# block 1

### Metal layers overlaid, block 1

(3 px per µm) Only two layers are drawn.
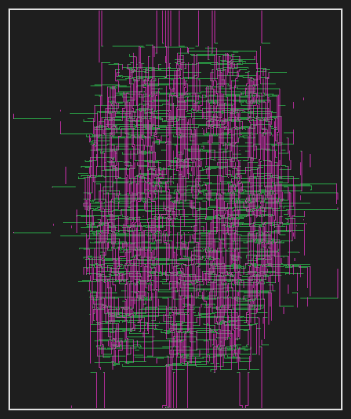

--- src/rtl/reg_file_pkg.sv ---
// Shared constants for the parameterised register file: default geometry
// and the two legal read-latency settings.
package reg_file_pkg;

    localparam int DEF_DATA_W  = 8;
    localparam int DEF_ADDR_W  = 3;

    localparam int RD_LAT_COMB = 0;
    localparam int RD_LAT_REG  = 1;

endpackage

--- src/rtl/reg_file_rdport.sv ---
// One read port: address mux, zero-register override, and either a
// combinational path or a registered path with write-to-read bypass.
module reg_file_rdport
    import reg_file_pkg::*;
#(
    parameter int DATA_W   = DEF_DATA_W,
    parameter int ADDR_W   = DEF_ADDR_W,
    parameter int ZERO_REG = 0,
    parameter int RD_LAT   = RD_LAT_REG
) (
    input  logic                                  clk,
    input  logic                                  reset_n,
    input  logic [(2**ADDR_W)-1:0][DATA_W-1:0]    regs,
    input  logic [(2**ADDR_W)-1:0]                written,
    input  logic                                  we_a,
    input  logic [ADDR_W-1:0]                     addr_a,
    input  logic [DATA_W-1:0]                     data_a,
    input  logic                                  we_b,
    input  logic [ADDR_W-1:0]                     addr_b,
    input  logic [DATA_W-1:0]                     data_b,
    input  logic [ADDR_W-1:0]                     raddr,
    output logic [DATA_W-1:0]                     rdata,
    output logic                                  rvalid
);

    logic              is_zero;
    logic [DATA_W-1:0] cur_data;
    logic              cur_valid;

    assign is_zero = (ZERO_REG != 0) && (raddr == '0);

    always_comb begin
        cur_data  = regs[raddr];
        cur_valid = written[raddr];
        if (is_zero) begin
            cur_data  = '0;
            cur_valid = 1'b1;
        end
    end

    if (RD_LAT == RD_LAT_COMB) begin : g_comb
        assign rdata  = cur_data;
        assign rvalid = cur_valid;
    end else if (RD_LAT == RD_LAT_REG) begin : g_reg
        logic [DATA_W-1:0] nxt_data;
        logic              nxt_valid;

        // Port B is checked first so it wins a same-address dual write,
        // matching what the storage array itself keeps.
        always_comb begin
            nxt_data  = cur_data;
            nxt_valid = cur_valid;
            if (!is_zero) begin
                if (we_b && (addr_b == raddr)) begin
                    nxt_data  = data_b;
                    nxt_valid = 1'b1;
                end else if (we_a && (addr_a == raddr)) begin
                    nxt_data  = data_a;
                    nxt_valid = 1'b1;
                end
            end
        end

        always_ff @(posedge clk) begin
            if (!reset_n) begin
                rdata  <= '0;
                rvalid <= 1'b0;
            end else begin
                rdata  <= nxt_data;
                rvalid <= nxt_valid;
            end
        end
    end else begin : g_bad_rd_lat
        $fatal(1, "reg_file_rdport: RD_LAT must be 0 or 1");
    end

endmodule

--- src/rtl/reg_file_param.sv ---
// Dual-write, dual-read register file with per-register written flags,
// optional hard-wired zero register and selectable read latency.
module reg_file_param
    import reg_file_pkg::*;
#(
    parameter int DATA_W   = DEF_DATA_W,
    parameter int ADDR_W   = DEF_ADDR_W,
    parameter int ZERO_REG = 0,
    parameter int RD_LAT   = RD_LAT_REG
) (
    input  logic              CLK,
    input  logic              RESET,
    input  logic              WRITE,
    input  logic [ADDR_W-1:0] INADDRESS,
    input  logic [DATA_W-1:0] IN,
    input  logic              WRITE2,
    input  logic [ADDR_W-1:0] IN2ADDRESS,
    input  logic [DATA_W-1:0] IN2,
    input  logic [ADDR_W-1:0] OUT1ADDRESS,
    input  logic [ADDR_W-1:0] OUT2ADDRESS,
    output logic [DATA_W-1:0] OUT1,
    output logic [DATA_W-1:0] OUT2,
    output logic              OUT1VALID,
    output logic              OUT2VALID,
    output logic              WCOLLIDE
);

    localparam int DEPTH = 2**ADDR_W;

    logic [DEPTH-1:0][DATA_W-1:0] regs;
    logic [DEPTH-1:0]             written;
    logic                         we_a;
    logic                         we_b;

    // Writes aimed at a hard-wired zero register are dropped here, so they
    // neither commit, bypass, nor count as a collision.
    assign we_a = WRITE  && !((ZERO_REG != 0) && (INADDRESS  == '0));
    assign we_b = WRITE2 && !((ZERO_REG != 0) && (IN2ADDRESS == '0));

    always_ff @(posedge CLK) begin
        if (!RESET) begin
            regs     <= '0;
            written  <= '0;
            WCOLLIDE <= 1'b0;
        end else begin
            if (we_a) begin
                regs[INADDRESS]    <= IN;
                written[INADDRESS] <= 1'b1;
            end
            if (we_b) begin
                regs[IN2ADDRESS]    <= IN2;
                written[IN2ADDRESS] <= 1'b1;
            end
            WCOLLIDE <= we_a && we_b && (INADDRESS == IN2ADDRESS);
        end
    end

    reg_file_rdport #(
        .DATA_W   (DATA_W),
        .ADDR_W   (ADDR_W),
        .ZERO_REG (ZERO_REG),
        .RD_LAT   (RD_LAT)
    ) u_rd1 (
        .clk     (CLK),
        .reset_n (RESET),
        .regs    (regs),
        .written (written),
        .we_a    (we_a),
        .addr_a  (INADDRESS),
        .data_a  (IN),
        .we_b    (we_b),
        .addr_b  (IN2ADDRESS),
        .data_b  (IN2),
        .raddr   (OUT1ADDRESS),
        .rdata   (OUT1),
        .rvalid  (OUT1VALID)
    );

    reg_file_rdport #(
        .DATA_W   (DATA_W),
        .ADDR_W   (ADDR_W),
        .ZERO_REG (ZERO_REG),
        .RD_LAT   (RD_LAT)
    ) u_rd2 (
        .clk     (CLK),
        .reset_n (RESET),
        .regs    (regs),
        .written (written),
        .we_a    (we_a),
        .addr_a  (INADDRESS),
        .data_a  (IN),
        .we_b    (we_b),
        .addr_b  (IN2ADDRESS),
        .data_b  (IN2),
        .raddr   (OUT2ADDRESS),
        .rdata   (OUT2),
        .rvalid  (OUT2VALID)
    );

endmodule

--- config.mk ---
export PLATFORM = sky130hd
export DESIGN_NAME = reg_file_param
export DESIGN_NICKNAME = d
export VERILOG_FILES = /design/src/rtl/reg_file_pkg.sv /design/src/rtl/reg_file_rdport.sv /design/src/rtl/reg_file_param.sv
export SDC_FILE = /design/constraint.sdc
export NUM_CORES = 1
export LEC_CHECK = 0
export CORE_ASPECT_RATIO = 1.25
export CORE_MARGIN = 10
export CORE_UTILIZATION = 52
export CTS_BUF_LIST = sky130_fd_sc_hd__clkbuf_4
export DETAILED_ROUTE_END_ITERATION = 7
export PLACE_DENSITY = 0.8
export SYNTH_ARGS = -nofsm -noshare
export SYNTH_HDL_FRONTEND = slang
export SYNTH_SLANG_ARGS = --single-unit
--- constraint.sdc ---
create_clock -name CLK -period 3.85 [get_ports CLK]
set_input_delay 0.77 -clock CLK [delete_from_list [all_inputs] [get_ports CLK]]
set_output_delay 0.77 -clock CLK [all_outputs]
set_load 0.01 [all_outputs]
# block 2

===== config.mk =====
export PLATFORM = sky130hd
export DESIGN_NAME = alu_exec_unit
export DESIGN_NICKNAME = d
export VERILOG_FILES = /design/src/rtl/alu_exec_unit.sv
export SDC_FILE = /design/constraint.sdc
export NUM_CORES = 1
export LEC_CHECK = 0
export CORE_ASPECT_RATIO = 1.75
export CORE_MARGIN = 5
export CORE_UTILIZATION = 50
export CTS_CLUSTER_DIAMETER = 100
export DETAILED_ROUTE_END_ITERATION = 16
export DONT_BUFFER_PORTS = 1
export SYNTH_ARGS = -nofsm -noshare
export SYNTH_HDL_FRONTEND = slang
export SYNTH_SLANG_ARGS = --single-unit

===== constraint.sdc =====
create_clock -name clk -period 3.68 [get_ports clk]
set_input_delay 0.368 -clock clk [delete_from_list [all_inputs] [get_ports clk]]
set_output_delay 0.368 -clock clk [all_outputs]
set_load 0.03 [all_outputs]

===== src/rtl/alu_exec_unit.sv =====
// alu_exec_unit: execute stage behind ALUControl. Logic/arithmetic ops
// finish at the accept edge. Shifts iterate one bit position per cycle
// through the result register. There is a valid/ready handshake on both sides.
module alu_exec_unit #(
    parameter  int WIDTH = 32,
    localparam int SHW   = $clog2(WIDTH)
) (
    input  logic             clk,
    input  logic             rst_n,
    input  logic             in_valid,
    output logic             in_ready,
    input  logic [3:0]       alu_control,
    input  logic [WIDTH-1:0] a,
    input  logic [WIDTH-1:0] b,
    output logic             out_valid,
    input  logic             out_ready,
    output logic [WIDTH-1:0] result,
    output logic             zero,
    output logic             illegal
);

    typedef enum logic [1:0] {
        S_IDLE  = 2'd0,
        S_SHIFT = 2'd1,
        S_DONE  = 2'd2
    } state_t;

    localparam logic [3:0] OP_AND  = 4'b0000;
    localparam logic [3:0] OP_OR   = 4'b0001;
    localparam logic [3:0] OP_ADD  = 4'b0010;
    localparam logic [3:0] OP_XOR  = 4'b0011;
    localparam logic [3:0] OP_SLL  = 4'b0100;
    localparam logic [3:0] OP_SRL  = 4'b0101;
    localparam logic [3:0] OP_SUB  = 4'b0110;
    localparam logic [3:0] OP_SLT  = 4'b0111;
    localparam logic [3:0] OP_SLTU = 4'b1000;
    localparam logic [3:0] OP_SRA  = 4'b1101;

    // The shift kind is stored as {code[3], code[0]}: SLL=00, SRL=01, SRA=11.
    localparam logic [1:0] SK_SLL = 2'b00;
    localparam logic [1:0] SK_SRL = 2'b01;

    state_t           state_q, state_d;
    logic [WIDTH-1:0] result_q, result_d;
    logic             zero_q, zero_d;
    logic             illegal_q, illegal_d;
    logic [SHW-1:0]   cnt_q, cnt_d;
    logic [1:0]       shk_q, shk_d;

    logic [WIDTH-1:0] alu_res;
    logic             alu_legal;
    logic             is_shift;
    logic [SHW-1:0]   shamt;
    logic [WIDTH-1:0] shifted;

    assign shamt = b[SHW-1:0];

    // Single-cycle ALU result and the legality decode of the incoming code.
    always_comb begin
        alu_res   = '0;
        alu_legal = 1'b1;
        is_shift  = 1'b0;
        case (alu_control)
            OP_AND:  alu_res = a & b;
            OP_OR:   alu_res = a | b;
            OP_ADD:  alu_res = a + b;
            OP_SUB:  alu_res = a - b;
            OP_XOR:  alu_res = a ^ b;
            OP_SLT:  alu_res = {{(WIDTH-1){1'b0}}, ($signed(a) < $signed(b))};
            OP_SLTU: alu_res = {{(WIDTH-1){1'b0}}, (a < b)};
            OP_SLL, OP_SRL, OP_SRA: begin
                alu_res  = a;   // a shift by zero returns a unchanged
                is_shift = 1'b1;
            end
            default: begin
                alu_res   = '0;
                alu_legal = 1'b0;
            end
        endcase
    end

    // One bit position of the working value per SHIFT cycle.
    always_comb begin
        case (shk_q)
            SK_SLL:  shifted = {result_q[WIDTH-2:0], 1'b0};
            SK_SRL:  shifted = {1'b0, result_q[WIDTH-1:1]};
            default: shifted = {result_q[WIDTH-1], result_q[WIDTH-1:1]};
        endcase
    end

    // Next-state logic. The result register is the shift working register, too.
    always_comb begin
        state_d   = state_q;
        result_d  = result_q;
        zero_d    = zero_q;
        illegal_d = illegal_q;
        cnt_d     = cnt_q;
        shk_d     = shk_q;
        case (state_q)
            S_IDLE: begin
                if (in_valid) begin
                    if (is_shift && (shamt != '0)) begin
                        result_d  = a;
                        zero_d    = (a == '0);
                        illegal_d = 1'b0;
                        cnt_d     = shamt;
                        shk_d     = {alu_control[3], alu_control[0]};
                        state_d   = S_SHIFT;
                    end else begin
                        result_d  = alu_res;
                        zero_d    = (alu_res == '0);
                        illegal_d = ~alu_legal;
                        state_d   = S_DONE;
                    end
                end
            end
            S_SHIFT: begin
                result_d = shifted;
                zero_d   = (shifted == '0);
                cnt_d    = cnt_q - 1'b1;
                if (cnt_q == {{(SHW-1){1'b0}}, 1'b1}) begin
                    state_d = S_DONE;
                end
            end
            S_DONE: begin
                if (out_ready) begin
                    state_d = S_IDLE;
                end
            end
            default: state_d = S_IDLE;
        endcase
    end

    // State and datapath registers. Reset aborts any op in flight.
    always_ff @(posedge clk or negedge rst_n) begin
        if (!rst_n) begin
            state_q   <= S_IDLE;
            result_q  <= '0;
            zero_q    <= 1'b0;
            illegal_q <= 1'b0;
            cnt_q     <= '0;
            shk_q     <= SK_SLL;
        end else begin
            state_q   <= state_d;
            result_q  <= result_d;
            zero_q    <= zero_d;
            illegal_q <= illegal_d;
            cnt_q     <= cnt_d;
            shk_q     <= shk_d;
        end
    end

    assign in_ready  = (state_q == S_IDLE);
    assign out_valid = (state_q == S_DONE);
    assign result    = result_q;
    assign zero      = zero_q;
    assign illegal   = illegal_q;

endmodule


# block 3

**src/rtl/signal_patch_ctrl_if.sv**
```systemverilog
// Byte-serial configuration port: 8-bit data with valid/ready handshake.
// A byte transfers on any rising edge where cfg_valid && cfg_ready.
interface signal_patch_ctrl_if;
  logic [7:0] cfg_data;
  logic       cfg_valid;
  logic       cfg_ready;

  modport master (
    output cfg_data,
    output cfg_valid,
    input  cfg_ready
  );

  modport slave (
    input  cfg_data,
    input  cfg_valid,
    output cfg_ready
  );
endinterface

```
**src/rtl/signal_patch_ctrl.sv**
```systemverilog
// Validates byte-serial override frames and commits them atomically to per-slot
// override registers; latency: commit visible one cycle after the checksum byte; ready drops only in RESOLVE.
module signal_patch_ctrl #(
  parameter int          NUM_SLOTS = 8,
  parameter logic [7:0]  SYNC      = 8'hA5
) (
  input  logic                 clk,
  input  logic                 rst_n,
  signal_patch_ctrl_if.slave   cfg,
  input  logic                 clear_all,
  input  logic [NUM_SLOTS-1:0] sig_in,
  output logic [NUM_SLOTS-1:0] sig_out,
  output logic [NUM_SLOTS-1:0] ctrl_en,
  output logic [NUM_SLOTS-1:0] ctrl_val,
  output logic                 cfg_done,
  output logic                 cfg_err,
  output logic                 err_sticky
);

  localparam logic [8:0] NS = 9'(NUM_SLOTS);

  typedef enum logic [2:0] {
    S_IDLE, S_COUNT, S_IDX, S_VAL, S_CSUM, S_RESOLVE
  } state_e;

  state_e               state_q, state_d;
  logic [7:0]           cnt_q, cnt_d;
  logic [7:0]           idx_q, idx_d;
  logic [7:0]           xor_q, xor_d;
  logic                 bad_q, bad_d;
  logic                 csum_ok_q, csum_ok_d;
  logic [NUM_SLOTS-1:0] sh_en_q, sh_en_d;
  logic [NUM_SLOTS-1:0] sh_val_q, sh_val_d;
  logic [NUM_SLOTS-1:0] act_en_q, act_en_d;
  logic [NUM_SLOTS-1:0] act_val_q, act_val_d;
  logic                 done_q, done_d;
  logic                 err_q, err_d;
  logic                 sticky_q, sticky_d;
  logic                 hs;
  logic [7:0]           dat;

  assign cfg.cfg_ready = rst_n && (state_q != S_RESOLVE);
  assign hs            = cfg.cfg_valid && cfg.cfg_ready;
  assign dat           = cfg.cfg_data;

  always_comb begin
    state_d   = state_q;
    cnt_d     = cnt_q;
    idx_d     = idx_q;
    xor_d     = xor_q;
    bad_d     = bad_q;
    csum_ok_d = csum_ok_q;
    sh_en_d   = sh_en_q;
    sh_val_d  = sh_val_q;
    act_en_d  = act_en_q;
    act_val_d = act_val_q;
    done_d    = 1'b0;
    err_d     = 1'b0;

    case (state_q)
      S_IDLE: begin
        // Shadow starts as a copy of active so unnamed slots keep their value.
        if (hs && dat == SYNC) begin
          state_d   = S_COUNT;
          sh_en_d   = act_en_q;
          sh_val_d  = act_val_q;
          xor_d     = SYNC;
          bad_d     = 1'b0;
          csum_ok_d = 1'b0;
        end
      end
      S_COUNT: begin
        if (hs) begin
          xor_d = xor_q ^ dat;
          if (dat == 8'd0 || {1'b0, dat} > NS) begin
            err_d   = 1'b1;
            state_d = S_IDLE;
          end else begin
            cnt_d   = dat;
            state_d = S_IDX;
          end
        end
      end
      S_IDX: begin
        if (hs) begin
          xor_d = xor_q ^ dat;
          idx_d = dat;
          if ({1'b0, dat} >= NS) begin
            bad_d = 1'b1;
          end
          state_d = S_VAL;
        end
      end
      S_VAL: begin
        if (hs) begin
          xor_d = xor_q ^ dat;
          // An out-of-range index matches no slot, so nothing is written.
          for (int i = 0; i < NUM_SLOTS; i++) begin
            if (idx_q == 8'(i)) begin
              sh_en_d[i]  = dat[1];
              sh_val_d[i] = dat[0];
            end
          end
          cnt_d   = cnt_q - 8'd1;
          state_d = (cnt_q == 8'd1) ? S_CSUM : S_IDX;
        end
      end
      S_CSUM: begin
        if (hs) begin
          csum_ok_d = (dat == xor_q);
          state_d   = S_RESOLVE;
        end
      end
      S_RESOLVE: begin
        if (csum_ok_q && !bad_q) begin
          act_en_d  = sh_en_q;
          act_val_d = sh_val_q;
          done_d    = 1'b1;
        end else begin
          err_d = 1'b1;
        end
        state_d = S_IDLE;
      end
      default: state_d = S_IDLE;
    endcase

    sticky_d = sticky_q | err_d;

    if (clear_all) begin
      state_d   = S_IDLE;
      cnt_d     = 8'd0;
      idx_d     = 8'd0;
      xor_d     = 8'd0;
      bad_d     = 1'b0;
      csum_ok_d = 1'b0;
      sh_en_d   = '0;
      sh_val_d  = '0;
      act_en_d  = '0;
      act_val_d = '0;
      done_d    = 1'b0;
      err_d     = 1'b0;
      sticky_d  = 1'b0;
    end
  end

  always_ff @(posedge clk) begin
    if (!rst_n) begin
      state_q   <= S_IDLE;
      cnt_q     <= 8'd0;
      idx_q     <= 8'd0;
      xor_q     <= 8'd0;
      bad_q     <= 1'b0;
      csum_ok_q <= 1'b0;
      sh_en_q   <= '0;
      sh_val_q  <= '0;
      act_en_q  <= '0;
      act_val_q <= '0;
      done_q    <= 1'b0;
      err_q     <= 1'b0;
      sticky_q  <= 1'b0;
    end else begin
      state_q   <= state_d;
      cnt_q     <= cnt_d;
      idx_q     <= idx_d;
      xor_q     <= xor_d;
      bad_q     <= bad_d;
      csum_ok_q <= csum_ok_d;
      sh_en_q   <= sh_en_d;
      sh_val_q  <= sh_val_d;
      act_en_q  <= act_en_d;
      act_val_q <= act_val_d;
      done_q    <= done_d;
      err_q     <= err_d;
      sticky_q  <= sticky_d;
    end
  end

  assign ctrl_en    = act_en_q;
  assign ctrl_val   = act_val_q;
  assign sig_out    = (act_en_q & act_val_q) | (~act_en_q & sig_in);
  assign cfg_done   = done_q;
  assign cfg_err    = err_q;
  assign err_sticky = sticky_q;

endmodule

```
**src/flat_wrapper.sv**
```systemverilog
// flat-port wrapper written by rule: the top's interface ports become plain ports
module signal_patch_ctrl_flat 
#(
  parameter int          NUM_SLOTS = 8,
  parameter logic [7:0]  SYNC      = 8'hA5
)
  (clk, rst_n, clear_all, sig_in, sig_out, ctrl_en, ctrl_val, cfg_done, cfg_err, err_sticky, cfg_cfg_data, cfg_cfg_valid, cfg_cfg_ready);
  signal_patch_ctrl_if cfg_i ();
  input  logic clk;
  input  logic rst_n;
  input  logic clear_all;
  input  logic [NUM_SLOTS-1:0] sig_in;
  output logic [NUM_SLOTS-1:0] sig_out;
  output logic [NUM_SLOTS-1:0] ctrl_en;
  output logic [NUM_SLOTS-1:0] ctrl_val;
  output logic cfg_done;
  output logic cfg_err;
  output logic err_sticky;
  input wire logic [$bits(cfg_i.cfg_data)-1:0] cfg_cfg_data;
  input wire logic [$bits(cfg_i.cfg_valid)-1:0] cfg_cfg_valid;
  output wire logic [$bits(cfg_i.cfg_ready)-1:0] cfg_cfg_ready;
  assign cfg_i.cfg_data = cfg_cfg_data;
  assign cfg_i.cfg_valid = cfg_cfg_valid;
  assign cfg_cfg_ready = cfg_i.cfg_ready;
  signal_patch_ctrl #(.NUM_SLOTS(NUM_SLOTS), .SYNC(SYNC)) u_core (.clk(clk), .rst_n(rst_n), .cfg(cfg_i), .clear_all(clear_all), .sig_in(sig_in), .sig_out(sig_out), .ctrl_en(ctrl_en), .ctrl_val(ctrl_val), .cfg_done(cfg_done), .cfg_err(cfg_err), .err_sticky(err_sticky));
endmodule
```
**config.mk**
```make
export PLATFORM = sky130hd
export DESIGN_NAME = signal_patch_ctrl_flat
export DESIGN_NICKNAME = d
export VERILOG_FILES = /design/src/rtl/signal_patch_ctrl_if.sv /design/src/rtl/signal_patch_ctrl.sv /design/src/flat_wrapper.sv
export SDC_FILE = /design/constraint.sdc
export NUM_CORES = 1
export LEC_CHECK = 0
export ABC_AREA = 1
export CELL_PAD_IN_SITES_DETAIL_PLACEMENT = 0
export CELL_PAD_IN_SITES_GLOBAL_PLACEMENT = 1
export CORE_MARGIN = 8
export CORE_UTILIZATION = 38
export CTS_CLUSTER_DIAMETER = 80
export DETAILED_ROUTE_END_ITERATION = 6
export PLACE_DENSITY_LB_ADDON = 0.1
export SETUP_SLACK_MARGIN = 0.2
export SLEW_MARGIN = 20
export SYNTH_ARGS = -nofsm -noshare
export SYNTH_HDL_FRONTEND = slang
export SYNTH_SLANG_ARGS = --single-unit
```
**constraint.sdc**
```tcl
create_clock -name clk -period 1.7 [get_ports clk]
set_input_delay 0.51 -clock clk [delete_from_list [all_inputs] [get_ports clk]]
set_output_delay 0.51 -clock clk [all_outputs]
set_load 0.03 [all_outputs]
```
### Layout detail, block 1

Region (35, 46) to (75, 86) µm. Cells in gray, sequential cells in the stronger gray; small squares are vias.
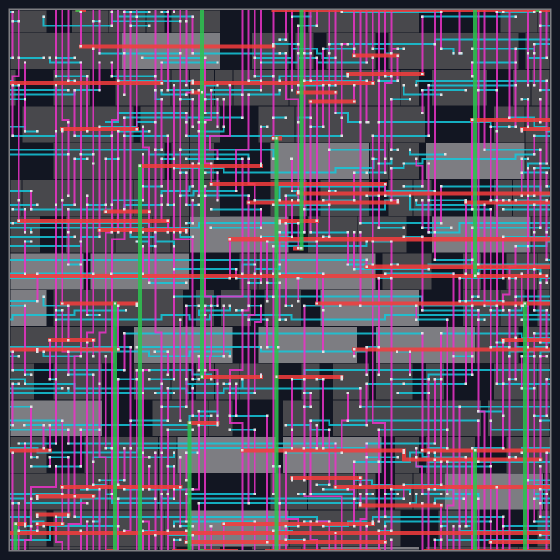
metal 1 -> cyan
metal 2 -> magenta
metal 4 -> green
metal 3 -> red
sequential cells in the window = 17
most frequent = dfxtp_1 (17), mux2i_1 (14), nand2_1 (14)
netlist names of flops here include = regs (9), u_rd1.rdata (6)
cells with their middle in the window = 125

About 'Metal layers overlaid' of block 1:
metal 1 -> green  # wire length 5910 µm
metal 2 -> magenta  # wire length 7690 µm
total via count in the routed design: 4639
final WL: 16000 µm
routed wirelength normalized by instance count: 23.0 µm

==> flow_summary.toml, block 1 <==
# physical design summary
[global_route]
grt.overflow.total = 0
grt_pass1_wl_um = 24900
met1_track_usage_gr_pct = 26.1
vias_in_the_first_global_route = 4491

[logic_synthesis]
ys_sh_mux_pct = 30.7
synthDominantCellAreaShare_pct = 34.4
ff_latch_count_synth = 91
synth_dominant_cell_count = "sky130_fd_sc_hd__dfxtp_1"
enable_flop_cells = 0
ys_sh_adder_pct = 0
netlist_area_mm2 = 0.00530

[sta]
period_utilisation_layout_pct = 66.6
final-max-slew-violation-count = 0
slew_at_the_pin_with_the_worst_max_slew_slack_ns = 0.920
final-hold-violation-count = 0

[routing]
post-route-drc-count = 0
wl_met1_um = 5910
topRoutingLayerUsed = "met4"

[hold_path]
hold-path-endpoint = "written[5]$_SDFF_PN0_"
min_from = "written[5]$_SDFF_PN0_"

[final_layout]
layout.area.top_class = "logic gates"
layout.area.comb_mm2 = 0.00316
non_clock_buffer_area_share_pct = 11.0

[run_status]
run_status = "finished, final reports clean"

[setup_path]
worst_path_dominant_cell_family = "simple AND/OR/NAND/NOR gates"
critical-path-slowest-cell = "sky130_fd_sc_hd__clkdlybuf4s50_1"
cp_cell_sequence = "clkdlybuf4s50_1 -> xnor2_1 -> nand4_1 -> nand2_1 -> a31oi_1"

[clocking]
cts_tree = "yes"
cts_buffer_count = 9

[placed_design]
placed_cells = 678
dp_worst_setup_slack_ns = 0.893

[die]
floorplan.tapcells = 129

[pwr]
p_total_uw = 2030
power-per-cell-area_mw_per_mm2 = 338
clockPowerShare_pct = 29.7
worst_ir_drop_vdd_mv = 0.130
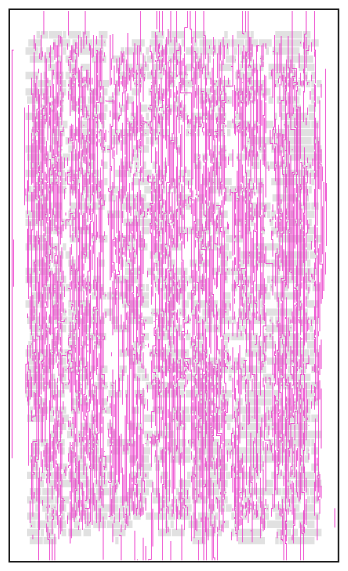
*The metal 2 layer, block 2*
(3 px per µm)
longest straight run = 136 µm
share of all routed wire = 49%
nets with wire on the layer = 1327
final WL: 39500 µm
total via count in the routed design: 10.9k

==> flow_summary.toml, block 2 <==
# physical design summary
[setup_path]
timing.critical_path.from_type = "input port"

[logic_synthesis]
synth_dominant_cell_count = "sky130_fd_sc_hd__nand2_1"
ff_latch_count_synth = 43
synth_warnings = 0
topCombFamilyByArea = "AND-OR/OR-AND gates"
synth_chip_area_mm2 = 0.00862
yosys.area_share.simple_pct = 26.4

[sta]
final-max-slew-violation-count = 0
final.hold.worst_slack_ns = 0.203
finalSetupTns_ns = 0

[clocking]
number_of_levels_the_h_tree_was_split_into = 2
cts_buffer_count = 5

[pwr]
sequentialPowerShare_pct = 20.3
dominant_power_group = "combinational cells"
power-per-cell-area_mw_per_mm2 = 404
p_total_uw = 4350

[run_status]
run_status = "finished, final reports clean"

[global_route]
busiest_layer = "met2"

[die]
die_width_um = 109
floorplan.tapcells = 227
fp-row-count = 63

[routing]
route.met2.wl_um = 19500
post-route-drc-count = 0
detailedRoute.firstPassIterationCount = 5

[final_layout]
num-fill-cells = 1629
largest_reg_flops = 32
final_common_cell = "sky130_fd_sc_hd__buf_4"
drive_gt1_share_pct = 21.3
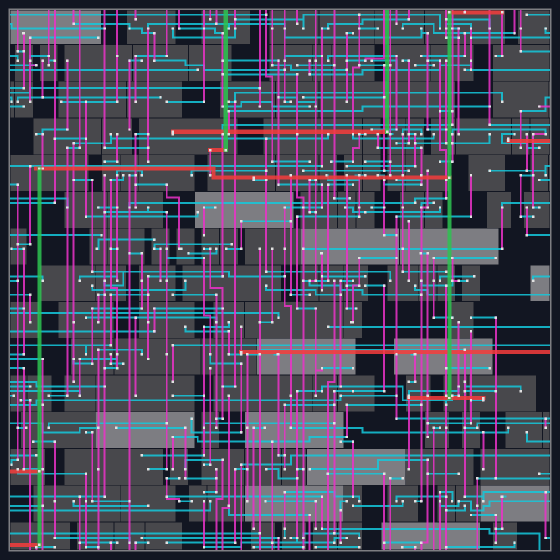
*Layout detail, block 3*
Region (36, 36) to (76, 76) µm. Cells in gray, sequential cells in the stronger gray; small squares are vias.
metal 3 -> red
metal 2 -> magenta
metal 1 -> cyan
metal 4 -> green
cells with their middle in the window = 139
most frequent = nor2_1 (14), nand2_1 (12), dfxtp_1 (12)
netlist names of flops here include = u_core.idx_q (8)
sequential cells in the window = 12

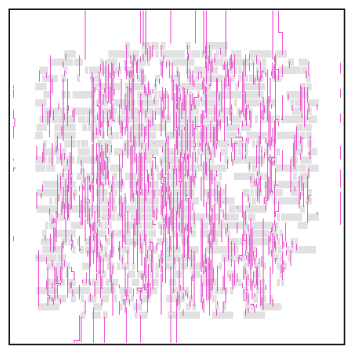
*The metal 2 layer, block 3*
(3 px per µm)
wire length on this layer = 4800 µm
share of all routed wire = 45%
nets with wire on the layer = 545
longest straight run = 44.2 µm
main direction = vertical
final WL: 10600 µm
met2 usage: 26.5%
total via count in the routed design: 3806

==> flow_summary.toml, block 3 <==
# physical design summary
[sta]
final-setup-viol-count = 1
worst_slack_ns = -0.0116
final-hold-violation-count = 0
max_clock_freq_mhz = 584
final-max-slew-violation-count = 0
period_utilisation_layout_pct = 101
slew_at_the_pin_with_the_worst_max_slew_slack_ns = 0.332

[placed_design]
placement.io_buffers = 47
placed_cells = 730
dp_worst_setup_slack_ns = -0.569

[setup_path]
crit_path_start = "u_core.ctrl_en[2]$_SDFFE_PP0P_"
r2r_setup_slack_ns = 0.10
critical_path_arrival_ns = 1.20
critical_path_buf_inv_count = 2

[final_layout]
num-fill-cells = 825
final_common_cell = "sky130_fd_sc_hd__nand2_1"
non_clock_buffer_area_share_pct = 22.0
layout.area.top_class = "logic gates"

[run_status]
failing_checks = "negative setup slack"
run_status = "finished, violations left"

[clocking]
number_of_levels_the_h_tree_was_split_into = 3

[global_route]
busiest_layer = "met2"
maximum_number_of_pins_on_one_net_before_global_route_repair = 28

[logic_synthesis]
yosys.area_share.simple_pct = 33.6

# block 4

### Metal layers overlaid, block 4

(2 px per µm) Only two layers are drawn.
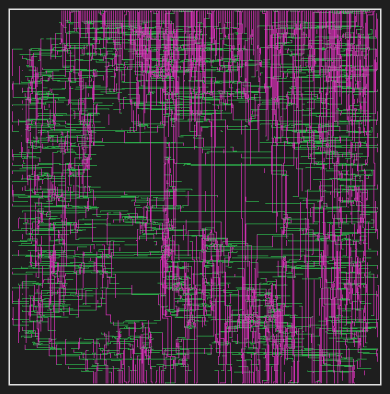

## src/rtl/apb_root_decoder_if.sv

```systemverilog
// Bus bundle for the APB root decoder: the upstream requester stream from the
// QSPI bridge plus the shared/per-port downstream completer fabric.
interface apb_root_decoder_if #(
  parameter int NUM_PORTS  = 8,
  parameter int BLOCK_BITS = 16,
  parameter int DATA_WIDTH = 32
);
  // Upstream requester side
  logic                       s_psel;
  logic                       s_penable;
  logic                       s_pwrite;
  logic [23:0]                s_paddr;
  logic [DATA_WIDTH-1:0]      s_pwdata;
  logic [DATA_WIDTH/8-1:0]    s_pstrb;
  logic                       s_pready;
  logic [DATA_WIDTH-1:0]      s_prdata;
  logic                       s_pslverr;

  // Downstream completer side
  logic [NUM_PORTS-1:0]            m_psel;
  logic                            m_penable;
  logic                            m_pwrite;
  logic [BLOCK_BITS-1:0]           m_paddr;
  logic [DATA_WIDTH-1:0]           m_pwdata;
  logic [DATA_WIDTH/8-1:0]         m_pstrb;
  logic [NUM_PORTS-1:0]            m_pready;
  logic [NUM_PORTS*DATA_WIDTH-1:0] m_prdata;
  logic [NUM_PORTS-1:0]            m_pslverr;

  // Decoder view: completer to the bridge, requester to the peripherals
  modport slave (
    input  s_psel, s_penable, s_pwrite, s_paddr, s_pwdata, s_pstrb,
    output s_pready, s_prdata, s_pslverr,
    output m_psel, m_penable, m_pwrite, m_paddr, m_pwdata, m_pstrb,
    input  m_pready, m_prdata, m_pslverr
  );

  // Environment view: the bridge upstream and the peripherals downstream
  modport master (
    output s_psel, s_penable, s_pwrite, s_paddr, s_pwdata, s_pstrb,
    input  s_pready, s_prdata, s_pslverr,
    input  m_psel, m_penable, m_pwrite, m_paddr, m_pwdata, m_pstrb,
    output m_pready, m_prdata, m_pslverr
  );
endinterface

```

## src/rtl/apb_root_decoder.sv

```systemverilog
// APB root decoder: re-times the bridge's requester stream into proper
// SETUP/ACCESS phases, routes each transfer to one peripheral window, and
// guards every ACCESS phase with a watchdog so a dead completer answers with
// PSLVERR instead of stalling the management link.
module apb_root_decoder #(
  parameter int NUM_PORTS      = 8,
  parameter int BLOCK_BITS     = 16,
  parameter int DATA_WIDTH     = 32,
  parameter int TIMEOUT_CYCLES = 255
) (
  input  logic               clk,
  input  logic               rst,
  apb_root_decoder_if.slave  bus,
  output logic [15:0]        timeout_count,
  output logic [23:0]        last_err_addr
);

  // A single-port build still keeps a 1-bit select field; a set bit there is
  // simply an out-of-range window.
  localparam int SEL_W  = (NUM_PORTS > 1) ? $clog2(NUM_PORTS) : 1;
  localparam int HI_LSB = BLOCK_BITS + SEL_W;
  localparam int CNT_W  = $clog2(TIMEOUT_CYCLES + 1);
  localparam int STRB_W = DATA_WIDTH / 8;

  typedef enum logic [1:0] {
    IDLE   = 2'd0,
    SETUP  = 2'd1,
    ACCESS = 2'd2,
    RESP   = 2'd3
  } state_t;

  state_t                  state_q;
  logic [SEL_W-1:0]        sel_q;
  logic [23:0]             addr_q;
  logic                    pwrite_q;
  logic [DATA_WIDTH-1:0]   pwdata_q;
  logic [STRB_W-1:0]       pstrb_q;
  logic [CNT_W-1:0]        cnt_q;
  logic [NUM_PORTS-1:0]    m_psel_q;
  logic                    m_penable_q;
  logic                    s_pready_q;
  logic [DATA_WIDTH-1:0]   s_prdata_q;
  logic                    s_pslverr_q;
  logic [15:0]             timeout_count_q;
  logic [23:0]             last_err_addr_q;

  logic [SEL_W-1:0]        sel_d;
  logic                    dec_err_d;
  logic                    rdy_sel;
  logic                    err_sel;
  logic [DATA_WIDTH-1:0]   rdata_sel;
  logic                    last_cycle;

  function automatic logic [NUM_PORTS-1:0] onehot(input logic [SEL_W-1:0] s);
    logic [NUM_PORTS-1:0] v;
    v = '0;
    for (int i = 0; i < NUM_PORTS; i++) begin
      if (s == SEL_W'(i)) v[i] = 1'b1;
    end
    return v;
  endfunction

  // Address decode of the live upstream request: window index plus the
  // out-of-range / stray-high-bit error check.
  always_comb begin
    sel_d     = bus.s_paddr[BLOCK_BITS +: SEL_W];
    dec_err_d = (32'(sel_d) >= 32'(NUM_PORTS)) ||
                ((bus.s_paddr >> HI_LSB) != 24'd0);
  end

  // Pick the selected completer's ready/error/data using the captured select.
  always_comb begin
    rdy_sel   = 1'b0;
    err_sel   = 1'b0;
    rdata_sel = '0;
    for (int i = 0; i < NUM_PORTS; i++) begin
      if (sel_q == SEL_W'(i)) begin
        rdy_sel   = bus.m_pready[i];
        err_sel   = bus.m_pslverr[i];
        rdata_sel = bus.m_prdata[i*DATA_WIDTH +: DATA_WIDTH];
      end
    end
    last_cycle = (cnt_q == CNT_W'(TIMEOUT_CYCLES - 1));
  end

  // Transfer sequencer with registered bus outputs and error bookkeeping.
  always_ff @(posedge clk or posedge rst) begin
    if (rst) begin
      state_q         <= IDLE;
      sel_q           <= '0;
      addr_q          <= '0;
      pwrite_q        <= 1'b0;
      pwdata_q        <= '0;
      pstrb_q         <= '0;
      cnt_q           <= '0;
      m_psel_q        <= '0;
      m_penable_q     <= 1'b0;
      s_pready_q      <= 1'b0;
      s_prdata_q      <= '0;
      s_pslverr_q     <= 1'b0;
      timeout_count_q <= '0;
      last_err_addr_q <= '0;
    end else begin
      s_pready_q <= 1'b0;
      case (state_q)
        IDLE: begin
          if (bus.s_psel && bus.s_penable) begin
            addr_q   <= bus.s_paddr;
            pwrite_q <= bus.s_pwrite;
            pwdata_q <= bus.s_pwdata;
            pstrb_q  <= bus.s_pstrb;
            sel_q    <= sel_d;
            if (dec_err_d) begin
              // Nothing lives at this address: answer straight away.
              state_q         <= RESP;
              s_pready_q      <= 1'b1;
              s_prdata_q      <= '0;
              s_pslverr_q     <= 1'b1;
              last_err_addr_q <= bus.s_paddr;
            end else begin
              state_q  <= SETUP;
              m_psel_q <= onehot(sel_d);
            end
          end
        end

        SETUP: begin
          state_q     <= ACCESS;
          m_penable_q <= 1'b1;
          cnt_q       <= '0;
        end

        ACCESS: begin
          cnt_q <= cnt_q + 1'b1;
          if (rdy_sel) begin
            // Completer answered (takes priority even on the last allowed cycle).
            state_q     <= RESP;
            m_psel_q    <= '0;
            m_penable_q <= 1'b0;
            s_pready_q  <= 1'b1;
            s_prdata_q  <= pwrite_q ? '0 : rdata_sel;
            s_pslverr_q <= err_sel;
            if (err_sel) last_err_addr_q <= addr_q;
          end else if (last_cycle) begin
            // Watchdog expiry: abandon the completer and report an error.
            state_q         <= RESP;
            m_psel_q        <= '0;
            m_penable_q     <= 1'b0;
            s_pready_q      <= 1'b1;
            s_prdata_q      <= '0;
            s_pslverr_q     <= 1'b1;
            last_err_addr_q <= addr_q;
            if (timeout_count_q != 16'hFFFF) timeout_count_q <= timeout_count_q + 16'd1;
          end
        end

        RESP: begin
          // Upstream is still holding psel/penable here; do not recapture.
          state_q <= IDLE;
        end

        default: state_q <= IDLE;
      endcase
    end
  end

  assign bus.m_psel      = m_psel_q;
  assign bus.m_penable   = m_penable_q;
  assign bus.m_pwrite    = pwrite_q;
  assign bus.m_paddr     = addr_q[BLOCK_BITS-1:0];
  assign bus.m_pwdata    = pwdata_q;
  assign bus.m_pstrb     = pstrb_q;
  assign bus.s_pready    = s_pready_q;
  assign bus.s_prdata    = s_prdata_q;
  assign bus.s_pslverr   = s_pslverr_q;
  assign timeout_count   = timeout_count_q;
  assign last_err_addr   = last_err_addr_q;

endmodule

```

## src/flat_wrapper.sv

```systemverilog
// flat-port wrapper written by rule: the top's interface ports become plain ports
module apb_root_decoder_flat 
#(
  parameter int NUM_PORTS      = 8,
  parameter int BLOCK_BITS     = 16,
  parameter int DATA_WIDTH     = 32,
  parameter int TIMEOUT_CYCLES = 255
)
  (clk, rst, timeout_count, last_err_addr, bus_s_psel, bus_s_penable, bus_s_pwrite, bus_s_paddr, bus_s_pwdata, bus_s_pstrb, bus_s_pready, bus_s_prdata, bus_s_pslverr, bus_m_psel, bus_m_penable, bus_m_pwrite, bus_m_paddr, bus_m_pwdata, bus_m_pstrb, bus_m_pready, bus_m_prdata, bus_m_pslverr);
  apb_root_decoder_if #(.NUM_PORTS(NUM_PORTS), .BLOCK_BITS(BLOCK_BITS), .DATA_WIDTH(DATA_WIDTH)) bus_i ();
  input  logic clk;
  input  logic rst;
  output logic [15:0] timeout_count;
  output logic [23:0] last_err_addr;
  input wire logic [$bits(bus_i.s_psel)-1:0] bus_s_psel;
  input wire logic [$bits(bus_i.s_penable)-1:0] bus_s_penable;
  input wire logic [$bits(bus_i.s_pwrite)-1:0] bus_s_pwrite;
  input wire logic [$bits(bus_i.s_paddr)-1:0] bus_s_paddr;
  input wire logic [$bits(bus_i.s_pwdata)-1:0] bus_s_pwdata;
  input wire logic [$bits(bus_i.s_pstrb)-1:0] bus_s_pstrb;
  output wire logic [$bits(bus_i.s_pready)-1:0] bus_s_pready;
  output wire logic [$bits(bus_i.s_prdata)-1:0] bus_s_prdata;
  output wire logic [$bits(bus_i.s_pslverr)-1:0] bus_s_pslverr;
  output wire logic [$bits(bus_i.m_psel)-1:0] bus_m_psel;
  output wire logic [$bits(bus_i.m_penable)-1:0] bus_m_penable;
  output wire logic [$bits(bus_i.m_pwrite)-1:0] bus_m_pwrite;
  output wire logic [$bits(bus_i.m_paddr)-1:0] bus_m_paddr;
  output wire logic [$bits(bus_i.m_pwdata)-1:0] bus_m_pwdata;
  output wire logic [$bits(bus_i.m_pstrb)-1:0] bus_m_pstrb;
  input wire logic [$bits(bus_i.m_pready)-1:0] bus_m_pready;
  input wire logic [$bits(bus_i.m_prdata)-1:0] bus_m_prdata;
  input wire logic [$bits(bus_i.m_pslverr)-1:0] bus_m_pslverr;
  assign bus_i.s_psel = bus_s_psel;
  assign bus_i.s_penable = bus_s_penable;
  assign bus_i.s_pwrite = bus_s_pwrite;
  assign bus_i.s_paddr = bus_s_paddr;
  assign bus_i.s_pwdata = bus_s_pwdata;
  assign bus_i.s_pstrb = bus_s_pstrb;
  assign bus_s_pready = bus_i.s_pready;
  assign bus_s_prdata = bus_i.s_prdata;
  assign bus_s_pslverr = bus_i.s_pslverr;
  assign bus_m_psel = bus_i.m_psel;
  assign bus_m_penable = bus_i.m_penable;
  assign bus_m_pwrite = bus_i.m_pwrite;
  assign bus_m_paddr = bus_i.m_paddr;
  assign bus_m_pwdata = bus_i.m_pwdata;
  assign bus_m_pstrb = bus_i.m_pstrb;
  assign bus_i.m_pready = bus_m_pready;
  assign bus_i.m_prdata = bus_m_prdata;
  assign bus_i.m_pslverr = bus_m_pslverr;
  apb_root_decoder #(.NUM_PORTS(NUM_PORTS), .BLOCK_BITS(BLOCK_BITS), .DATA_WIDTH(DATA_WIDTH), .TIMEOUT_CYCLES(TIMEOUT_CYCLES)) u_core (.clk(clk), .rst(rst), .bus(bus_i), .timeout_count(timeout_count), .last_err_addr(last_err_addr));
endmodule
```

## config.mk

```make
export PLATFORM = sky130hd
export DESIGN_NAME = apb_root_decoder_flat
export DESIGN_NICKNAME = d
export VERILOG_FILES = /design/src/rtl/apb_root_decoder_if.sv /design/src/rtl/apb_root_decoder.sv /design/src/flat_wrapper.sv
export SDC_FILE = /design/constraint.sdc
export NUM_CORES = 1
export LEC_CHECK = 0
export ABC_AREA = 0
export CORE_AREA = 4 4 181 183
export DETAILED_ROUTE_END_ITERATION = 10
export DIE_AREA = 0 0 185 187
export PLACE_DENSITY_LB_ADDON = 0.2
export SLEW_MARGIN = 15
export SYNTH_ARGS = -nofsm -noshare
export SYNTH_HDL_FRONTEND = slang
export SYNTH_SLANG_ARGS = --single-unit
export TNS_END_PERCENT = 20
```

## constraint.sdc

```tcl
create_clock -name clk -period 6.7 [get_ports clk]
set_input_delay 1.005 -clock clk [delete_from_list [all_inputs] [get_ports clk]]
set_output_delay 1.005 -clock clk [all_outputs]
set_load 0.1 [all_outputs]
```

# block 5

--- src/rtl/io_fifo.sv ---
`default_nettype none
// ============================================================================
//  Module   : io_fifo
//  Purpose  : Single-clock FIFO for one processor input port. Pushes are
//             dropped while full, pops are dropped while empty, so the parent
//             can drive raw strobes without extra qualification.
//  Ports    : clk, rst            - clock, asynchronous active-high reset
//             push, push_data     - write strobe and word
//             pop                 - read strobe (advances the head)
//             head_data           - current head entry (not gated by empty)
//             full, empty         - occupancy status, pure register decode
//  Revision : 1.0 - initial release
// ============================================================================
module io_fifo #(
  parameter int NUBITS = 16,
  parameter int FDEPTH = 4
) (
  input  logic              clk,
  input  logic              rst,
  input  logic              push,
  input  logic [NUBITS-1:0] push_data,
  input  logic              pop,
  output logic [NUBITS-1:0] head_data,
  output logic              full,
  output logic              empty
);

  localparam int c_PW = $clog2(FDEPTH);
  localparam int c_CW = c_PW + 1;
  localparam logic [c_CW-1:0] c_DEPTH = c_CW'(FDEPTH);

  logic [NUBITS-1:0] r_mem [FDEPTH];
  logic [c_PW-1:0]   r_wr_ptr;
  logic [c_PW-1:0]   r_rd_ptr;
  logic [c_CW-1:0]   r_count;
  logic              w_push_ok;
  logic              w_pop_ok;

  // Status comes straight from the count register so that ready has no
  // combinational dependency on any strobe.
  assign full      = (r_count == c_DEPTH);
  assign empty     = (r_count == '0);
  assign w_push_ok = push && !full;
  assign w_pop_ok  = pop && !empty;
  assign head_data = r_mem[r_rd_ptr];

  // Pointers are log2(FDEPTH) wide, so wrap modulo FDEPTH is implicit.
  always_ff @(posedge clk or posedge rst) begin
    if (rst) begin
      r_wr_ptr <= '0;
      r_rd_ptr <= '0;
      r_count  <= '0;
    end else begin
      if (w_push_ok) begin
        r_wr_ptr <= r_wr_ptr + 1'b1;
      end
      if (w_pop_ok) begin
        r_rd_ptr <= r_rd_ptr + 1'b1;
      end
      case ({w_push_ok, w_pop_ok})
        2'b10:   r_count <= r_count + 1'b1;
        2'b01:   r_count <= r_count - 1'b1;
        default: r_count <= r_count;
      endcase
    end
  end

  // Storage needs no reset: an empty FIFO never exposes its contents.
  always_ff @(posedge clk) begin
    if (w_push_ok) begin
      r_mem[r_wr_ptr] <= push_data;
    end
  end

endmodule
`default_nettype wire

--- src/rtl/proc_io_bridge.sv ---
`default_nettype none
// ============================================================================
//  Module   : proc_io_bridge
//  Purpose  : Connects a simple processor I/O bus to NUIOIN streaming input
//             ports (each buffered by an io_fifo) and NUIOOU streaming output
//             ports (each a one-word holding register with valid bit).
//  Ports    : clk, rst                    - clock, async active-high reset
//             io_in, addr_in, req_in      - processor read path (io_in is
//                                           combinational head of FIFO)
//             io_out, addr_out, out_en    - processor write path
//             itr                         - one-cycle "data arrived" pulse
//             ext_in_data/valid/ready     - input streams, port k at
//                                           bits [k*NUBITS +: NUBITS]
//             ext_out_data/valid/ready    - output streams
//             udf_err, ovf_err            - sticky underflow/overflow flags
//  Revision : 1.0 - initial release
// ============================================================================
module proc_io_bridge #(
  parameter int NUBITS = 16,
  parameter int NUIOIN = 2,
  parameter int NUIOOU = 2,
  parameter int FDEPTH = 4
) (
  input  logic                       clk,
  input  logic                       rst,
  output logic [NUBITS-1:0]          io_in,
  input  logic [$clog2(NUIOIN)-1:0]  addr_in,
  input  logic                       req_in,
  input  logic [NUBITS-1:0]          io_out,
  input  logic [$clog2(NUIOOU)-1:0]  addr_out,
  input  logic                       out_en,
  output logic                       itr,
  input  logic [NUIOIN*NUBITS-1:0]   ext_in_data,
  input  logic [NUIOIN-1:0]          ext_in_valid,
  output logic [NUIOIN-1:0]          ext_in_ready,
  output logic [NUIOOU*NUBITS-1:0]   ext_out_data,
  output logic [NUIOOU-1:0]          ext_out_valid,
  input  logic [NUIOOU-1:0]          ext_out_ready,
  output logic [NUIOIN-1:0]          udf_err,
  output logic [NUIOOU-1:0]          ovf_err
);

  logic [NUBITS-1:0]        w_head [NUIOIN];
  logic [NUIOIN-1:0]        w_full;
  logic [NUIOIN-1:0]        w_empty;
  logic [NUIOIN-1:0]        w_push;
  logic [NUIOIN-1:0]        w_pop;
  logic [NUIOIN-1:0]        w_udf_hit;
  logic [NUIOOU-1:0]        w_wr;
  logic                     w_addr_in_ok;
  logic                     w_addr_out_ok;

  logic                     r_itr;
  logic [NUIOIN-1:0]        r_udf;
  logic [NUIOOU*NUBITS-1:0] r_out_data;
  logic [NUIOOU-1:0]        r_out_valid;
  logic [NUIOOU-1:0]        r_ovf;

  // Non-power-of-two port counts leave unused address codes; those are inert.
  assign w_addr_in_ok  = (int'(addr_in) < NUIOIN);
  assign w_addr_out_ok = (int'(addr_out) < NUIOOU);

  // ---------------------------------------------------------------- inputs
  assign ext_in_ready = ~w_full;
  assign w_push       = ext_in_valid & ~w_full;

  generate
    for (genvar k = 0; k < NUIOIN; k++) begin : g_fifo
      io_fifo #(
        .NUBITS (NUBITS),
        .FDEPTH (FDEPTH)
      ) u_fifo (
        .clk       (clk),
        .rst       (rst),
        .push      (w_push[k]),
        .push_data (ext_in_data[k*NUBITS +: NUBITS]),
        .pop       (w_pop[k]),
        .head_data (w_head[k]),
        .full      (w_full[k]),
        .empty     (w_empty[k])
      );
    end
  endgenerate

  // Read decode: a read of an empty FIFO is an underflow rather than a pop,
  // even if a push lands on the same FIFO in the same cycle.
  always_comb begin
    w_pop     = '0;
    w_udf_hit = '0;
    io_in     = '0;
    for (int k = 0; k < NUIOIN; k++) begin
      if (w_addr_in_ok && (int'(addr_in) == k)) begin
        if (w_empty[k]) begin
          w_udf_hit[k] = req_in;
        end else begin
          w_pop[k] = req_in;
          io_in    = w_head[k];
        end
      end
    end
  end

  // A FIFO turns non-empty only through an accepted push while empty (no pop
  // can occur on an empty FIFO), so that is the arrival condition.
  always_ff @(posedge clk or posedge rst) begin
    if (rst) begin
      r_itr <= 1'b0;
      r_udf <= '0;
    end else begin
      r_itr <= |(w_empty & w_push);
      r_udf <= r_udf | w_udf_hit;
    end
  end

  assign itr     = r_itr;
  assign udf_err = r_udf;

  // --------------------------------------------------------------- outputs
  always_comb begin
    w_wr = '0;
    for (int j = 0; j < NUIOOU; j++) begin
      if (w_addr_out_ok && (int'(addr_out) == j)) begin
        w_wr[j] = out_en;
      end
    end
  end

  // A write always wins over acceptance; it only counts as an overflow when
  // the word it replaces was still pending and not taken this cycle.
  always_ff @(posedge clk or posedge rst) begin
    if (rst) begin
      r_out_data  <= '0;
      r_out_valid <= '0;
      r_ovf       <= '0;
    end else begin
      for (int j = 0; j < NUIOOU; j++) begin
        if (w_wr[j]) begin
          r_out_data[j*NUBITS +: NUBITS] <= io_out;
          r_out_valid[j]                 <= 1'b1;
          if (r_out_valid[j] && !ext_out_ready[j]) begin
            r_ovf[j] <= 1'b1;
          end
        end else if (r_out_valid[j] && ext_out_ready[j]) begin
          r_out_valid[j] <= 1'b0;
        end
      end
    end
  end

  assign ext_out_data  = r_out_data;
  assign ext_out_valid = r_out_valid;
  assign ovf_err       = r_ovf;

endmodule
`default_nettype wire

--- config.mk ---
export PLATFORM = sky130hd
export DESIGN_NAME = proc_io_bridge
export DESIGN_NICKNAME = d
export VERILOG_FILES = /design/src/rtl/io_fifo.sv /design/src/rtl/proc_io_bridge.sv
export SDC_FILE = /design/constraint.sdc
export NUM_CORES = 1
export LEC_CHECK = 0
export ABC_CLOCK_PERIOD_IN_PS = 2980
export CAP_MARGIN = 20
export CORE_UTILIZATION = 53
export CTS_CLUSTER_DIAMETER = 200
export DETAILED_ROUTE_END_ITERATION = 7
export GPL_TIMING_DRIVEN = 0
export PLACE_DENSITY = 0.79
export REMOVE_ABC_BUFFERS = 1
export SETUP_SLACK_MARGIN = 0.05
export SLEW_MARGIN = 20
export SYNTH_ARGS = -nofsm -noshare
export SYNTH_HDL_FRONTEND = slang
export SYNTH_SLANG_ARGS = --single-unit
--- constraint.sdc ---
create_clock -name clk -period 2.98 [get_ports clk]
set_input_delay 0.745 -clock clk [delete_from_list [all_inputs] [get_ports clk]]
set_output_delay 0.745 -clock clk [all_outputs]
set_load 0.1 [all_outputs]
### The metal 2 layer, block 5

(3 px per µm)
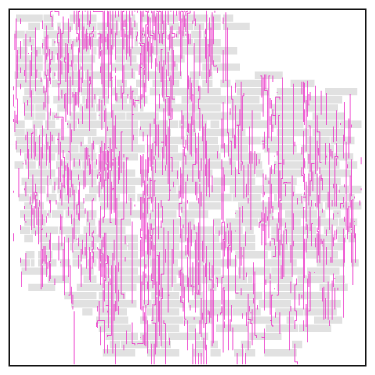
share of all routed wire = 51%
nets with wire on the layer = 532
main direction = vertical
total via count in the routed design: 3827
met2 usage: 35.6%
final WL: 14000 µm

==> flow_summary.toml, block 5 <==
# physical design summary
[setup_path]
worst_r2r_startpoint = "g_fifo[1].u_fifo.r_count[0]$_DFFE_PP0P_"
rr_worst_depth = 9
r2r_setup_slack_ns = 0.74
worst_path_dominant_cell_family = "buffers and inverters"
critical-path-slowest-cell = "sky130_fd_sc_hd__dfrtp_4"
critical_path_arrival_ns = 2.12
critical_path_depth = 5
r2r-end = "g_fifo[1].u_fifo.r_count[2]$_DFFE_PP0P_"

[final_layout]
final_common_cell = "sky130_fd_sc_hd__edfxtp_1"
sh_comb_area_pct = 20.5
finish.cell_count_without_fillers = 697
final_cell_mix = "sky130_fd_sc_hd__edfxtp_1 (128), sky130_fd_sc_hd__clkdlybuf4s50_1 (95), sky130_fd_sc_hd__nand2_1 (51), sky130_fd_sc_hd__dfrtp_1 (49), sky130_fd_sc_hd__mux4_1 (23)"
inverters_non_clock = 12
finalNetCount = 578
area_growth_syn_to_layout_pct = 27.6
num-fill-cells = 850

[pwr]
sequentialPowerShare_pct = 36.5
lkg_pwr_uw = 0.00351
clockNetworkPower_uw = 2260
power-per-cell-area_mw_per_mm2 = 1080

[logic_synthesis]
synth_warnings = 0
average_footprint_of_a_synthesized_cell_um2 = 18.8
synth_dominant_cell_count = "sky130_fd_sc_hd__edfxtp_1"
ys_sh_mux_pct = 14.5
synthTopCellsByCount = "sky130_fd_sc_hd__edfxtp_1 (128), sky130_fd_sc_hd__dfrtp_1 (53), sky130_fd_sc_hd__nand2_1 (51), sky130_fd_sc_hd__mux4_1 (23)"

[routing]
route.antenna.remaining_nets = 0
post-route-drc-count = 0
avgViaCountPerCell = 5.49

[clocking]
clkSlewWorstSetupHoldPaths_ns = 0.07
post-cts-setup-buffers = 7
number_of_levels_the_h_tree_was_split_into = 4
post_cts.resized_instances = 109

[run_status]
run_status = "finished, final reports clean"

[global_route]
grt.overflow.total = 0
grt.total_usage_pct = 21.6
antenna_found_initial = 0
maximum_number_of_pins_on_one_net_before_global_route_repair = 37
busiest_layer = "met2"
grt.met3_usage_pct = 6.66

[die]
die_area_mm2 = 0.0140

[placed_design]
placed_cells = 658
place.detailed.hpwl_um = 9090
placement.io_buffers = 114
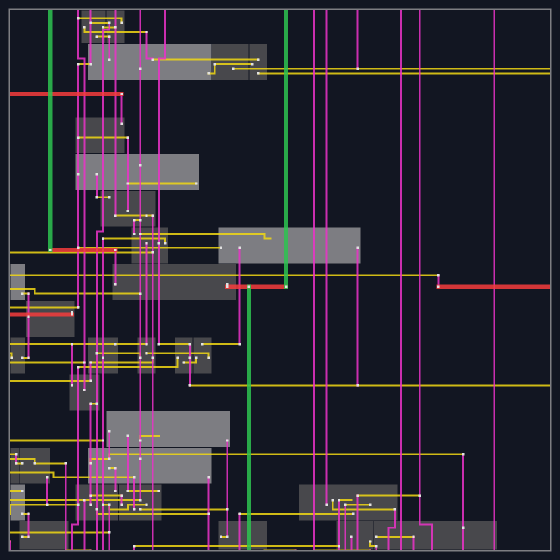
*Layout detail, block 4*
Region (72, 74) to (112, 114) µm. Cells in gray, sequential cells in the stronger gray; small squares are vias.
metal 3 -> red
metal 2 -> magenta
metal 1 -> yellow
metal 4 -> green
netlist names of flops here include = u_core.addr_q (2), u_core.bus.m_psel (2)
cells with their middle in the window = 27
sequential cells in the window = 5
most frequent = nand2_1 (4), clkdlybuf4s50_1 (4), dfrtp_1 (4)

Notes on 'Metal layers overlaid' of block 4 above:
metal 2 -> magenta  # wire length 18500 µm
metal 1 -> green  # wire length 14100 µm
routed wirelength normalized by instance count: 22.4 µm
global-route usage over all layers: 20.4%
total via count in the routed design: 8038

==> flow_summary.toml, block 4 <==
# physical design summary
[run_status]
run_status = "finished, final reports clean"

[pwr]
dominant_power_group = "combinational cells"
p_total_uw = 7610
lkg_pwr_uw = 0.00583
clockPowerShare_pct = 12.3
clockNetworkPower_uw = 933

[setup_path]
r2r_setup_slack_ns = 2.76
worst_path_dominant_cell_family = "AND-OR/OR-AND gates"
cp-endpoint = "u_core.bus.s_prdata[20]$_DFFE_PP0P_"
crit_path_max_incr_delay_ns = 0.94

[global_route]
gr-usage-met2_pct = 35.7
vias_in_the_first_global_route = 8426
busiest_layer = "met2"
met1_track_usage_gr_pct = 23.6

[hold_path]
min_from = "u_core.bus.m_pwdata[23]$_DFFE_PP0P_"

[sta]
grt_setup_unrepaired = "no"
max_clock_freq_mhz = 254

[routing]
dr.first_iter.drc_count = 380

[final_layout]
seq_share_pct = 27.3
layout.area.top_class = "buffers"
finish.cell_count_without_fillers = 1645
area_growth_syn_to_layout_pct = 63.5
sh_comb_area_pct = 30.9

[logic_synthesis]
synthTopCellsByCount = "sky130_fd_sc_hd__nand2_1 (205), sky130_fd_sc_hd__dfrtp_1 (154), sky130_fd_sc_hd__mux2_2 (56), sky130_fd_sc_hd__mux4_2 (44), sky130_fd_sc_hd__mux2i_1 (36)"
synth_warnings = 0

[clocking]
clk_latency_ns = 0.43

==> gallery <==
Pin placement.
picture 1
(4 px per µm) Pins as bars across the die edge, other pins in gray.
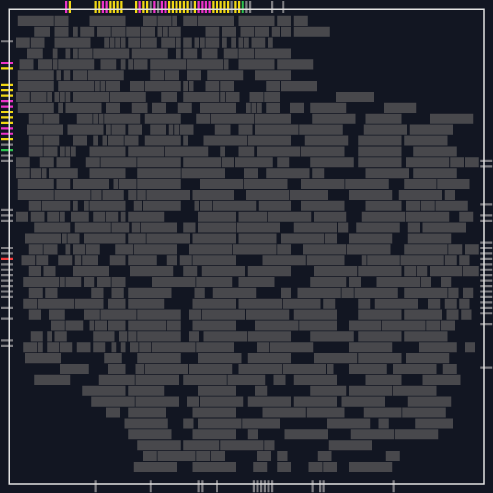
picture 2
(2 px per µm) Pins as bars across the die edge, other pins in gray.
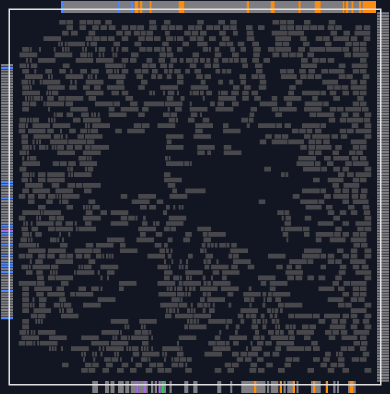
- largest die: picture 2
picture 1 -> block 5
picture 2 -> block 4



==> notes/layouts.md <==
Pictures saved along the way, in no particular order.

Metal layers overlaid.
(3 px per µm) Only two layers are drawn.
image #1
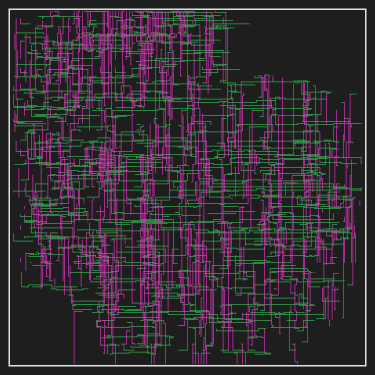
image #2
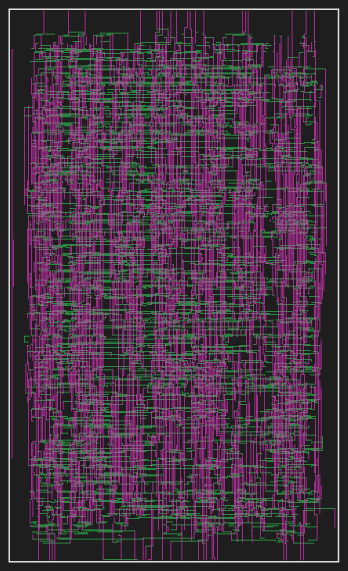
image #3
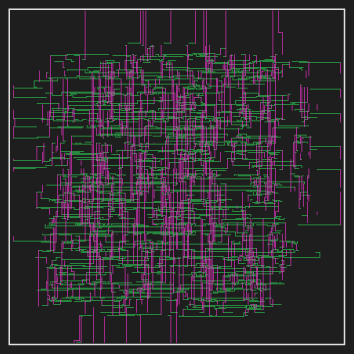
Block 2 is image #2.
Block 5 is image #1.
Block 3 is image #3.
Of these, most wire: image #2
Of these, largest die: image #2

Key to image #2:
metal 2 -> magenta  # wire length 19500 µm
metal 1 -> green  # wire length 13200 µm

Power and IR drop assume default switching activity.
